==================== adbg_or1k_stall_cmd
==> config.mk <==
export PLATFORM = sky130hd
export DESIGN_NAME = adbg_or1k_stall_cmd
export DESIGN_NICKNAME = d
export VERILOG_FILES = /design/src/rtl/adbg_or1k_stall_cmd.sv
export SDC_FILE = /design/constraint.sdc
export NUM_CORES = 1
export LEC_CHECK = 0
export ABC_AREA = 1
export CAP_MARGIN = 20
export CORE_AREA = 2 2 66 68
export CTS_CLUSTER_DIAMETER = 80
export DETAILED_ROUTE_END_ITERATION = 12
export DIE_AREA = 0 0 68 70
export MAX_ROUTING_LAYER = met4
export PLACE_DENSITY_LB_ADDON = 0.12
export SYNTH_ARGS = -nofsm -noshare
export SYNTH_HDL_FRONTEND = slang
export SYNTH_SLANG_ARGS = --single-unit
==> constraint.sdc <==
create_clock -name tck_i -period 1.9 [get_ports tck_i]
set_clock_uncertainty 0.2 [all_clocks]
set_input_delay 0.19 -clock tck_i [delete_from_list [all_inputs] [get_ports tck_i]]
set_output_delay 0.19 -clock tck_i [all_outputs]
set_load 0.05 [all_outputs]
==> src/rtl/adbg_or1k_stall_cmd.sv <==
// rtl/adbg_or1k_stall_cmd.sv - JTAG-side command decoder for the OR1K stall register (TCK domain)
module adbg_or1k_stall_cmd #(
    parameter int NB_CORES = 4,
    parameter int CIDX_W   = (NB_CORES > 1) ? $clog2(NB_CORES) : 1
) (
    input  logic                tck_i,
    input  logic                trstn_i,
    input  logic                module_select_i,
    input  logic                capture_dr_i,
    input  logic                shift_dr_i,
    input  logic                update_dr_i,
    input  logic                tdi_i,
    input  logic [NB_CORES-1:0] ctrl_reg_i,
    output logic                tdo_o,
    output logic                we_o,
    output logic [NB_CORES-1:0] data_o,
    output logic                err_o
);

    localparam int CNT_W = $clog2(NB_CORES + 2);

    localparam logic [3:0] OP_NOP  = 4'h0;
    localparam logic [3:0] OP_WREG = 4'h9;
    localparam logic [3:0] OP_SETB = 4'hA;
    localparam logic [3:0] OP_CLRB = 4'hB;
    localparam logic [3:0] OP_RREG = 4'hD;

    typedef enum logic [2:0] {
        ST_IDLE,
        ST_OPCODE,
        ST_PAYLOAD,
        ST_READ,
        ST_DONE
    } state_t;

    state_t              state_q;
    logic [CNT_W-1:0]    cnt_q;
    logic [CNT_W-1:0]    cnt_d;
    logic [CNT_W-1:0]    plen_q;
    logic [3:0]          op_q;
    logic [3:0]          op_d;
    logic [NB_CORES-1:0] in_q;
    logic [NB_CORES-1:0] data_q;
    logic [NB_CORES:0]   out_q;
    logic                tdo_q;
    logic                we_q;
    logic                err_q;

    logic [CIDX_W-1:0]   idx;
    logic [NB_CORES-1:0] onehot;
    logic [NB_CORES-1:0] in_bit;
    logic                idx_ok;

    always_comb begin
        cnt_d  = cnt_q + 1'b1;
        op_d   = {tdi_i, op_q[3:1]};
        idx    = in_q[CIDX_W-1:0];
        onehot = NB_CORES'(1) << idx;
        in_bit = NB_CORES'(tdi_i) << cnt_q;
        // A non-power-of-two core count leaves index codes with no stall bit behind them
        idx_ok = (int'(idx) < NB_CORES);
    end

    always_ff @(posedge tck_i or negedge trstn_i) begin
        if (!trstn_i) begin
            state_q <= ST_IDLE;
            cnt_q   <= '0;
            plen_q  <= '0;
            op_q    <= '0;
            in_q    <= '0;
            out_q   <= '0;
            data_q  <= '0;
            tdo_q   <= 1'b0;
            we_q    <= 1'b0;
            err_q   <= 1'b0;
        end else begin
            we_q <= 1'b0;
            if (capture_dr_i) begin
                if (module_select_i) begin
                    state_q <= ST_OPCODE;
                    cnt_q   <= '0;
                    op_q    <= '0;
                    in_q    <= '0;
                    out_q   <= '0;
                    tdo_q   <= 1'b0;
                end else begin
                    state_q <= ST_IDLE;
                end
            end else if (module_select_i && update_dr_i) begin
                case (state_q)
                    ST_OPCODE, ST_PAYLOAD: err_q <= 1'b1;
                    ST_READ:               err_q <= 1'b0;
                    ST_DONE: begin
                        case (op_q)
                            OP_WREG: begin
                                data_q <= in_q;
                                we_q   <= 1'b1;
                            end
                            OP_SETB: begin
                                if (idx_ok) begin
                                    data_q <= ctrl_reg_i | onehot;
                                    we_q   <= 1'b1;
                                end else begin
                                    err_q <= 1'b1;
                                end
                            end
                            OP_CLRB: begin
                                if (idx_ok) begin
                                    data_q <= ctrl_reg_i & ~onehot;
                                    we_q   <= 1'b1;
                                end else begin
                                    err_q <= 1'b1;
                                end
                            end
                            OP_RREG: err_q <= 1'b0;
                            default: ;
                        endcase
                    end
                    default: ;
                endcase
                state_q <= ST_IDLE;
                out_q   <= '0;
                tdo_q   <= 1'b0;
            end else if (module_select_i && shift_dr_i) begin
                case (state_q)
                    ST_OPCODE: begin
                        op_q  <= op_d;
                        cnt_q <= cnt_d;
                        if (cnt_q == CNT_W'(3)) begin
                            tdo_q <= err_q;
                            cnt_q <= '0;
                            case (op_d)
                                OP_NOP: state_q <= ST_DONE;
                                OP_WREG: begin
                                    state_q <= ST_PAYLOAD;
                                    plen_q  <= CNT_W'(NB_CORES);
                                end
                                OP_SETB, OP_CLRB: begin
                                    state_q <= ST_PAYLOAD;
                                    plen_q  <= CNT_W'(CIDX_W);
                                end
                                OP_RREG: begin
                                    state_q <= ST_READ;
                                    out_q   <= {ctrl_reg_i, err_q};
                                end
                                default: begin
                                    state_q <= ST_DONE;
                                    err_q   <= 1'b1;
                                end
                            endcase
                        end
                    end
                    ST_PAYLOAD: begin
                        in_q  <= in_q | in_bit;
                        cnt_q <= cnt_d;
                        if (cnt_d == plen_q) begin
                            state_q <= ST_DONE;
                        end
                    end
                    ST_READ: begin
                        // Error bit went out in the decode cycle; ctrl bits follow LSB first
                        out_q <= out_q >> 1;
                        tdo_q <= out_q[1];
                        cnt_q <= cnt_d;
                        if (cnt_d == CNT_W'(NB_CORES + 1)) begin
                            state_q <= ST_DONE;
                            tdo_q   <= 1'b0;
                        end
                    end
                    default: tdo_q <= 1'b0;
                endcase
            end
        end
    end

    assign tdo_o  = tdo_q;
    assign we_o   = we_q;
    assign data_o = data_q;
    assign err_o  = err_q;

endmodule

==================== video_pattern_gen
<file path="src/rtl/video_pkg.sv">
`default_nettype none
// ============================================================================
//  Module : video_pkg
//  Brief  : Shared types, bar colour table and colour expansion helper for
//           the video test-pattern generator.
//  Rev    : 1.0  initial release
// ============================================================================
package video_pkg;

    typedef enum logic [1:0] {
        PAT_BARS  = 2'd0,
        PAT_RAMP  = 2'd1,
        PAT_CHECK = 2'd2,
        PAT_SOLID = 2'd3
    } pattern_mode_t;

    localparam int c_MAX_BPC = 32;

    // {R,G,B} on/off masks: white, yellow, cyan, green, magenta, red, blue, black
    localparam logic [2:0] c_BAR_RGB [8] = '{
        3'b111, 3'b110, 3'b011, 3'b010, 3'b101, 3'b100, 3'b001, 3'b000
    };

    // Expands a 3-bit {R,G,B} mask to full-scale channels, packed in the low 3*bpc bits.
    function automatic logic [3*c_MAX_BPC-1:0] expand_rgb(input logic [2:0] mask, input int bpc);
        logic [3*c_MAX_BPC-1:0] res;
        res = '0;
        for (int i = 0; i < 3*c_MAX_BPC; i++) begin
            if (i < 3*bpc && ((mask >> (i / bpc)) & 3'b001) != 3'b000) begin
                res[i] = 1'b1;
            end
        end
        return res;
    endfunction

endpackage
`default_nettype wire

</file>
<file path="src/rtl/video_timing_cnt.sv">
`default_nettype none
// ============================================================================
//  Module : video_timing_cnt
//  Brief  : Raster h/v counters with enable hold, frame counter and
//           unregistered region decode (de/hsync/vsync/sof/eol).
//  Rev    : 1.0  initial release
// ============================================================================
module video_timing_cnt #(
    parameter int H_ACTIVE = 1366,
    parameter int H_FP     = 14,
    parameter int H_SYNC   = 56,
    parameter int H_BP     = 64,
    parameter int V_ACTIVE = 768,
    parameter int V_FP     = 1,
    parameter int V_SYNC   = 3,
    parameter int V_BP     = 28,
    localparam int c_H_TOT = H_ACTIVE + H_FP + H_SYNC + H_BP,
    localparam int c_V_TOT = V_ACTIVE + V_FP + V_SYNC + V_BP,
    localparam int c_H_W   = $clog2(c_H_TOT),
    localparam int c_V_W   = $clog2(c_V_TOT)
) (
    input  logic             clk,
    input  logic             rst,
    input  logic             i_en,
    output logic [c_H_W-1:0] o_h,
    output logic [c_V_W-1:0] o_v,
    output logic [15:0]      o_frame_cnt,
    output logic             o_line_last,
    output logic             o_frame_last,
    output logic             o_de,
    output logic             o_hs,
    output logic             o_vs,
    output logic             o_sof,
    output logic             o_eol
);

    localparam logic [c_H_W-1:0] c_H_LAST = c_H_W'(c_H_TOT - 1);
    localparam logic [c_V_W-1:0] c_V_LAST = c_V_W'(c_V_TOT - 1);
    // One extra bit so a sync end equal to 2**width cannot alias to zero
    localparam logic [c_H_W:0]   c_H_ACT  = (c_H_W+1)'(H_ACTIVE);
    localparam logic [c_H_W:0]   c_HS_BEG = (c_H_W+1)'(H_ACTIVE + H_FP);
    localparam logic [c_H_W:0]   c_HS_END = (c_H_W+1)'(H_ACTIVE + H_FP + H_SYNC);
    localparam logic [c_H_W:0]   c_H_EOL  = (c_H_W+1)'(H_ACTIVE - 1);
    localparam logic [c_V_W:0]   c_V_ACT  = (c_V_W+1)'(V_ACTIVE);
    localparam logic [c_V_W:0]   c_VS_BEG = (c_V_W+1)'(V_ACTIVE + V_FP);
    localparam logic [c_V_W:0]   c_VS_END = (c_V_W+1)'(V_ACTIVE + V_FP + V_SYNC);

    logic [c_H_W-1:0] r_h;
    logic [c_V_W-1:0] r_v;
    logic [15:0]      r_frame_cnt;
    logic [c_H_W:0]   w_hx;
    logic [c_V_W:0]   w_vx;

    assign o_line_last  = (r_h == c_H_LAST);
    assign o_frame_last = o_line_last && (r_v == c_V_LAST);

    always_ff @(posedge clk) begin
        if (rst) begin
            r_h         <= '0;
            r_v         <= '0;
            r_frame_cnt <= '0;
        end else if (i_en) begin
            if (o_line_last) begin
                r_h <= '0;
                if (r_v == c_V_LAST) begin
                    r_v         <= '0;
                    r_frame_cnt <= r_frame_cnt + 16'd1;
                end else begin
                    r_v <= r_v + c_V_W'(1);
                end
            end else begin
                r_h <= r_h + c_H_W'(1);
            end
        end
    end

    assign w_hx = {1'b0, r_h};
    assign w_vx = {1'b0, r_v};

    assign o_h         = r_h;
    assign o_v         = r_v;
    assign o_frame_cnt = r_frame_cnt;
    assign o_de        = (w_hx < c_H_ACT) && (w_vx < c_V_ACT);
    assign o_hs        = (w_hx >= c_HS_BEG) && (w_hx < c_HS_END);
    assign o_vs        = (w_vx >= c_VS_BEG) && (w_vx < c_VS_END);
    assign o_sof       = (r_h == '0) && (r_v == '0);
    assign o_eol       = (w_hx == c_H_EOL) && (w_vx < c_V_ACT);

endmodule
`default_nettype wire

</file>
<file path="src/rtl/video_pattern_gen.sv">
`default_nettype none
// ============================================================================
//  Module : video_pattern_gen
//  Brief  : Parametrised raster timing and runtime-selectable test pattern
//           source (bars, grey ramp, checker, solid) with registered outputs.
//  Rev    : 1.0  initial release
// ============================================================================
module video_pattern_gen
    import video_pkg::*;
#(
    parameter int BPC      = 8,
    parameter int H_ACTIVE = 1366,
    parameter int H_FP     = 14,
    parameter int H_SYNC   = 56,
    parameter int H_BP     = 64,
    parameter int V_ACTIVE = 768,
    parameter int V_FP     = 1,
    parameter int V_SYNC   = 3,
    parameter int V_BP     = 28,
    parameter bit HS_POL   = 1'b1,
    parameter bit VS_POL   = 1'b1,
    parameter int CHK_LOG2 = 4
) (
    input  logic             clk_i,
    input  logic             rst_i,
    input  logic             en_i,
    input  logic [1:0]       mode_i,
    input  logic [3*BPC-1:0] solid_i,
    output logic             de_o,
    output logic             hsync_o,
    output logic             vsync_o,
    output logic [3*BPC-1:0] data_o,
    output logic             sof_o,
    output logic             eol_o,
    output logic [15:0]      frame_cnt_o
);

    localparam int c_H_TOT = H_ACTIVE + H_FP + H_SYNC + H_BP;
    localparam int c_V_TOT = V_ACTIVE + V_FP + V_SYNC + V_BP;
    localparam int c_H_W   = $clog2(c_H_TOT);
    localparam int c_V_W   = $clog2(c_V_TOT);
    localparam int c_BAR_W = H_ACTIVE / 8;
    localparam int c_BC_W  = $clog2(c_BAR_W + 1);
    localparam logic [c_BC_W-1:0] c_BAR_LAST = c_BC_W'(c_BAR_W - 1);

    if (c_BAR_W < 1 || H_SYNC < 1 || V_SYNC < 1 || BPC < 1 || BPC > c_MAX_BPC) begin : g_param_check
        $error("video_pattern_gen: invalid parameter set");
    end

    logic [c_H_W-1:0] w_h;
    logic [c_V_W-1:0] w_v;
    logic             w_line_last;
    logic             w_frame_last;
    logic             w_de;
    logic             w_hs;
    logic             w_vs;
    logic             w_sof;
    logic             w_eol;

    video_timing_cnt #(
        .H_ACTIVE (H_ACTIVE),
        .H_FP     (H_FP),
        .H_SYNC   (H_SYNC),
        .H_BP     (H_BP),
        .V_ACTIVE (V_ACTIVE),
        .V_FP     (V_FP),
        .V_SYNC   (V_SYNC),
        .V_BP     (V_BP)
    ) u_timing (
        .clk          (clk_i),
        .rst          (rst_i),
        .i_en         (en_i),
        .o_h          (w_h),
        .o_v          (w_v),
        .o_frame_cnt  (frame_cnt_o),
        .o_line_last  (w_line_last),
        .o_frame_last (w_frame_last),
        .o_de         (w_de),
        .o_hs         (w_hs),
        .o_vs         (w_vs),
        .o_sof        (w_sof),
        .o_eol        (w_eol)
    );

    // Mode/colour are captured at frame boundaries only; until the first enabled
    // cycle after reset the live inputs apply so frame 0 already uses them.
    pattern_mode_t    r_mode;
    logic [3*BPC-1:0] r_solid;
    logic             r_fresh;
    pattern_mode_t    w_mode;
    logic [3*BPC-1:0] w_solid;

    always_ff @(posedge clk_i) begin
        if (rst_i) begin
            r_mode  <= PAT_BARS;
            r_solid <= '0;
            r_fresh <= 1'b1;
        end else if (en_i && (r_fresh || w_frame_last)) begin
            r_mode  <= pattern_mode_t'(mode_i);
            r_solid <= solid_i;
            r_fresh <= 1'b0;
        end
    end

    assign w_mode  = r_fresh ? pattern_mode_t'(mode_i) : r_mode;
    assign w_solid = r_fresh ? solid_i : r_solid;

    // Bar index tracks the current h without a divider; bar 7 absorbs the remainder.
    logic [2:0]        r_bar_idx;
    logic [c_BC_W-1:0] r_bar_cnt;

    always_ff @(posedge clk_i) begin
        if (rst_i) begin
            r_bar_idx <= '0;
            r_bar_cnt <= '0;
        end else if (en_i) begin
            if (w_line_last) begin
                r_bar_idx <= '0;
                r_bar_cnt <= '0;
            end else if (r_bar_idx != 3'd7) begin
                if (r_bar_cnt == c_BAR_LAST) begin
                    r_bar_idx <= r_bar_idx + 3'd1;
                    r_bar_cnt <= '0;
                end else begin
                    r_bar_cnt <= r_bar_cnt + c_BC_W'(1);
                end
            end
        end
    end

    logic [3*BPC-1:0] w_bar_col [8];

    for (genvar gi = 0; gi < 8; gi++) begin : g_bar_col
        localparam logic [3*c_MAX_BPC-1:0] c_FULL = expand_rgb(c_BAR_RGB[gi], BPC);
        assign w_bar_col[gi] = c_FULL[3*BPC-1:0];
    end

    logic [BPC-1:0]   w_ramp;
    logic             w_chk_odd;
    logic [3*BPC-1:0] w_pix;

    assign w_ramp    = BPC'(w_h);
    assign w_chk_odd = 1'(w_h >> CHK_LOG2) ^ 1'(w_v >> CHK_LOG2);

    always_comb begin
        w_pix = '0;
        case (w_mode)
            PAT_BARS:  w_pix = w_bar_col[r_bar_idx];
            PAT_RAMP:  w_pix = {3{w_ramp}};
            PAT_CHECK: w_pix = w_chk_odd ? '0 : '1;
            PAT_SOLID: w_pix = w_solid;
            default:   w_pix = '0;
        endcase
    end

    logic             r_de;
    logic             r_hs;
    logic             r_vs;
    logic             r_sof;
    logic             r_eol;
    logic [3*BPC-1:0] r_data;

    always_ff @(posedge clk_i) begin
        if (rst_i || !en_i) begin
            r_de   <= 1'b0;
            r_sof  <= 1'b0;
            r_eol  <= 1'b0;
            r_data <= '0;
            r_hs   <= ~HS_POL;
            r_vs   <= ~VS_POL;
        end else begin
            r_de   <= w_de;
            r_sof  <= w_sof;
            r_eol  <= w_eol;
            r_data <= w_de ? w_pix : '0;
            r_hs   <= w_hs ? HS_POL : ~HS_POL;
            r_vs   <= w_vs ? VS_POL : ~VS_POL;
        end
    end

    assign de_o    = r_de;
    assign hsync_o = r_hs;
    assign vsync_o = r_vs;
    assign sof_o   = r_sof;
    assign eol_o   = r_eol;
    assign data_o  = r_data;

endmodule
`default_nettype wire

</file>
<file path="config.mk">
export PLATFORM = sky130hd
export DESIGN_NAME = video_pattern_gen
export DESIGN_NICKNAME = d
export VERILOG_FILES = /design/src/rtl/video_pkg.sv /design/src/rtl/video_timing_cnt.sv /design/src/rtl/video_pattern_gen.sv
export SDC_FILE = /design/constraint.sdc
export NUM_CORES = 1
export LEC_CHECK = 0
export CAP_MARGIN = 20
export CORE_MARGIN = 4
export CORE_UTILIZATION = 50
export DETAILED_ROUTE_END_ITERATION = 8
export GPL_TIMING_DRIVEN = 0
export PLACE_DENSITY = 0.76
export SLEW_MARGIN = 40
export SYNTH_ARGS = -nofsm -noshare
export SYNTH_HDL_FRONTEND = slang
export SYNTH_HIERARCHICAL = 1
export SYNTH_SLANG_ARGS = --single-unit
</file>
<file path="constraint.sdc">
create_clock -name clk_i -period 2.9 [get_ports clk_i]
set_input_delay 0.29 -clock clk_i [delete_from_list [all_inputs] [get_ports clk_i]]
set_output_delay 0.29 -clock clk_i [all_outputs]
set_load 0.05 [all_outputs]
</file>
==================== serial_adder
File: src/rtl/serial_adder.sv
// Bit-serial WIDTH-bit adder: one combinational full adder plus a registered carry, LSB first.
// Latency: done pulses in the cycle after edge E0+WIDTH; WIDTH+1 cycles per add back-to-back, WIDTH+2 via IDLE.
// Backpressure: none; start is only honoured in IDLE or DONE and is ignored while busy.

module full_adder (
    output logic fsum,
    output logic fcarry,
    input  logic a,
    input  logic b,
    input  logic c
);
    assign fsum   = a ^ b ^ c;
    assign fcarry = (a & b) | (a & c) | (b & c);
endmodule

module serial_adder #(
    parameter int WIDTH = 8
) (
    input  logic             clk,
    input  logic             rst_n,
    input  logic             start,
    input  logic [WIDTH-1:0] a_in,
    input  logic [WIDTH-1:0] b_in,
    input  logic             cin,
    output logic             busy,
    output logic             done,
    output logic [WIDTH-1:0] sum,
    output logic             cout
);
    localparam int CW = $clog2(WIDTH);

    typedef enum logic [1:0] {
        S_IDLE = 2'd0,
        S_RUN  = 2'd1,
        S_DONE = 2'd2
    } state_t;

    state_t           state_q;
    logic [WIDTH-1:0] a_q;
    logic [WIDTH-1:0] b_q;
    logic [WIDTH-1:0] res_q;
    logic [WIDTH-1:0] res_d;
    logic [WIDTH-1:0] sum_q;
    logic [CW-1:0]    cnt_q;
    logic             carry_q;
    logic             cout_q;
    logic             busy_q;
    logic             done_q;
    logic             fsum;
    logic             fcarry;
    logic             accept_d;
    logic             last_d;

    full_adder u_fa (
        .fsum   (fsum),
        .fcarry (fcarry),
        .a      (a_q[0]),
        .b      (b_q[0]),
        .c      (carry_q)
    );

    // Next result-shift value, final-bit detect and start acceptance.
    always_comb begin
        res_d    = {fsum, res_q[WIDTH-1:1]};
        last_d   = (cnt_q == CW'(WIDTH - 1));
        accept_d = start && ((state_q == S_IDLE) || (state_q == S_DONE));
    end

    // Control FSM and datapath: load on accepted start, shift one bit per RUN cycle,
    // commit sum/cout only on the RUN->DONE edge so outputs stay stable while busy.
    always_ff @(posedge clk or negedge rst_n) begin
        if (!rst_n) begin
            state_q <= S_IDLE;
            a_q     <= '0;
            b_q     <= '0;
            res_q   <= '0;
            sum_q   <= '0;
            cnt_q   <= '0;
            carry_q <= 1'b0;
            cout_q  <= 1'b0;
            busy_q  <= 1'b0;
            done_q  <= 1'b0;
        end else begin
            done_q <= 1'b0;
            if (accept_d) begin
                a_q     <= a_in;
                b_q     <= b_in;
                carry_q <= cin;
                cnt_q   <= '0;
                res_q   <= '0;
                busy_q  <= 1'b1;
                state_q <= S_RUN;
            end else begin
                case (state_q)
                    S_RUN: begin
                        a_q     <= a_q >> 1;
                        b_q     <= b_q >> 1;
                        res_q   <= res_d;
                        carry_q <= fcarry;
                        if (last_d) begin
                            sum_q   <= res_d;
                            cout_q  <= fcarry;
                            busy_q  <= 1'b0;
                            done_q  <= 1'b1;
                            state_q <= S_DONE;
                        end else begin
                            cnt_q <= cnt_q + 1'b1;
                        end
                    end
                    S_DONE:  state_q <= S_IDLE;
                    default: state_q <= S_IDLE;
                endcase
            end
        end
    end

    assign busy = busy_q;
    assign done = done_q;
    assign sum  = sum_q;
    assign cout = cout_q;

endmodule

File: config.mk
export PLATFORM = sky130hd
export DESIGN_NAME = serial_adder
export DESIGN_NICKNAME = d
export VERILOG_FILES = /design/src/rtl/serial_adder.sv
export SDC_FILE = /design/constraint.sdc
export NUM_CORES = 1
export LEC_CHECK = 0
export CAP_MARGIN = 30
export CELL_PAD_IN_SITES_DETAIL_PLACEMENT = 1
export CELL_PAD_IN_SITES_GLOBAL_PLACEMENT = 1
export CORE_ASPECT_RATIO = 0.9
export CORE_MARGIN = 3
export CORE_UTILIZATION = 46
export CTS_BUF_LIST = sky130_fd_sc_hd__clkbuf_8 sky130_fd_sc_hd__clkbuf_16
export DETAILED_ROUTE_END_ITERATION = 10
export GPL_ROUTABILITY_DRIVEN = 1
export GPL_TIMING_DRIVEN = 0
export PLACE_DENSITY_LB_ADDON = 0.2
export SLEW_MARGIN = 20
export SYNTH_ARGS = -nofsm -noshare
export SYNTH_HDL_FRONTEND = slang
export SYNTH_SLANG_ARGS = --single-unit
File: constraint.sdc
create_clock -name clk -period 2.45 [get_ports clk]
set_input_delay 0.6125 -clock clk [delete_from_list [all_inputs] [get_ports clk]]
set_output_delay 0.6125 -clock clk [all_outputs]
set_load 0.005 [all_outputs]
Fig. 1: adbg_or1k_stall_cmd, the metal 3 layer
Drawn at 8 px/um.
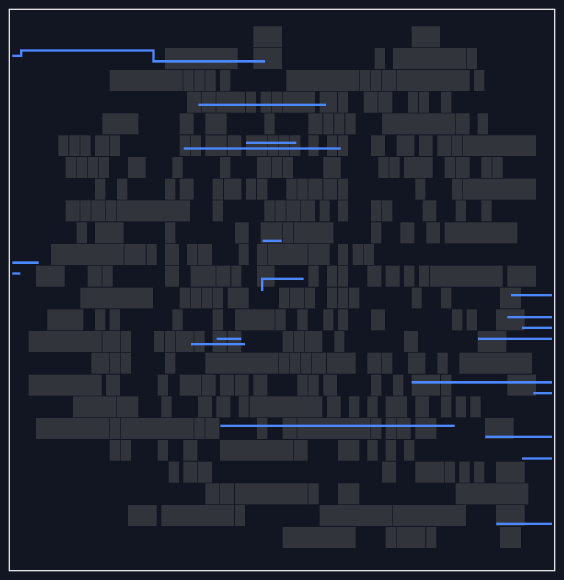
main direction = horizontal
nets with wire on the layer = 19
Routed WL: 4240 um
Global Route met3 Usage: 2.58%

==> flow_summary.toml, adbg_or1k_stall_cmd <==
# flow metrics
[outcome]
status = "finished, final reports clean"

[synth]
async_flop_share_pct = 100
fa_ha_area_share_pct = 2.85
seq_area_frac_synth_pct = 38.5
synthCells = 268
fp_nets = 283
yosysCellCount = 268
ys_sh_simple_pct = 38.8

[pwr]
power_leader = "registers"
power_clock_uw = 340

[setup_path]
worst_path_max_delay_cell = "clkdlybuf4s50_1"
critPathTopFamily = "buffers and inverters"
path_class = "reg2out"
reg2regPathDepth = 10

[job]
tool_warnings = 28
drv_cap = 0

[cts]
cts_buffers = 3
cts_sinks = 27
cts_setup_buffers = 0
root_buffer = "clkbuf_8"

[finish]
final_util_pct = 51.2
logic_area_um2 = 960
buf_share_pct = 11.4
flop_area_um2 = 676

[timing]
min_period_ns = 1.83
timing.hold.ws_ns = 0.0876

[global_route]
met2_usage_pct = 31.7

[floorplan]
taps = 52
Fig. 2: video_pattern_gen, met4 routing
Drawn at 3 px/um. Supply wires on this layer in gray.
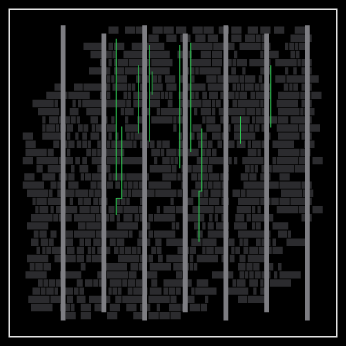
wire length on this layer = 284 um
longest straight run = 46.9 um
main direction = vertical
nets with wire on the layer = 9
Routed WL: 13200 um
DR vias: 4719

==> flow_summary.toml, video_pattern_gen <==
# flow metrics
[outcome]
status = "finished, final reports clean"

[detailed_routing]
top_layer = "met4"
dr.pass1.iters = 5
wirelength_met1_um = 5720

[synth]
avgSynthCellArea_um2 = 8.36
top_cell_area_share_pct = 41.1
yosysCellCount = 606

[finish]
flop_area_um2 = 2080
logic_area_um2 = 2710
ff_count = 104
instances_no_fill = 827
inv_count = 25
logic_gate_count = 436

[placed_design]
gp_congestion = 0.925
placed_cell_area_um2 = 5960

[pwr]
p_sw_share_pct = 27.5

[floorplan]
die_y_um = 109

[setup_path]
critPathTopFamily = "simple AND/OR/NAND/NOR gates"
path_class = "reg2reg"
critPathArrivalTime_ns = 3.00
Fig. 3: serial_adder, routed clock nets over the placement
Drawn at 4 px/um.
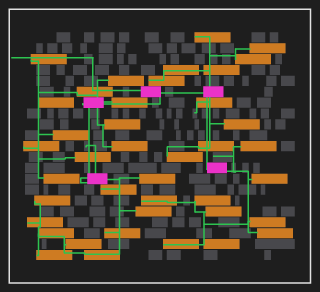
green -> clock wires  # length 495 um
magenta -> cells driving clock nets  # count 5
orange -> flip-flops  # count 40
routed clock nets = 6
flops lie = all over the die
Power Clock: 442 uW
clk latency late pin: 0.29 ns
clock share of power: 15.4%

==> flow_summary.toml, serial_adder <==
# flow metrics
[outcome]
status = "finished, final reports clean"

[detailed_routing]
wl_met3_um = 163
top_layer = "met4"
routed_wl_um = 4770

[synth]
ys_chip_area_um2 = 1970
ys.warnings.count = 0
netlist_area_um2 = 1970

[finish]
final_area_um2 = 2440
clock_area_share_pct = 3.70

[setup_path]
crit_buf_inv = 3
cp_max_fo = 10
reg2regPathDepth = 5
r2r_start = "cnt_q[0]"

[floorplan]
taps = 46

[timing]
period_used_pct = 74.8
fmax_ghz = 0.546

[cts]
cts_setup_buffers = 0
h-tree-depth = 2

[min_path]
hp-class = "in2async"


==> screenshots <==
Routing congestion.
image #1
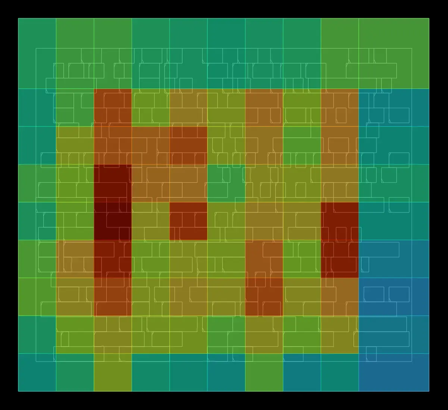
image #2
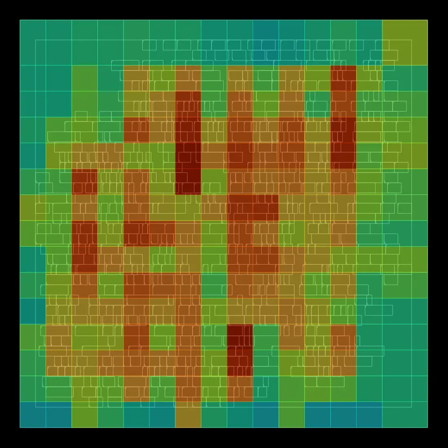
image #3
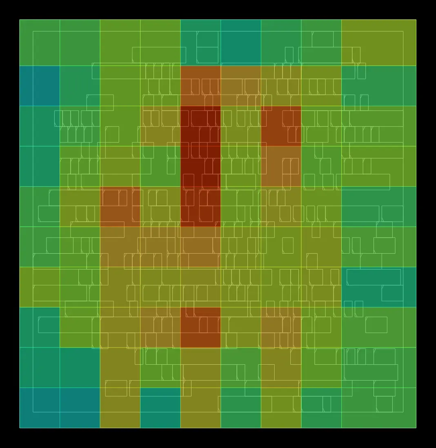
Image #1 comes from serial_adder.
Image #2 comes from video_pattern_gen.
Image #3 comes from adbg_or1k_stall_cmd.

Power and IR drop assume default switching activity.
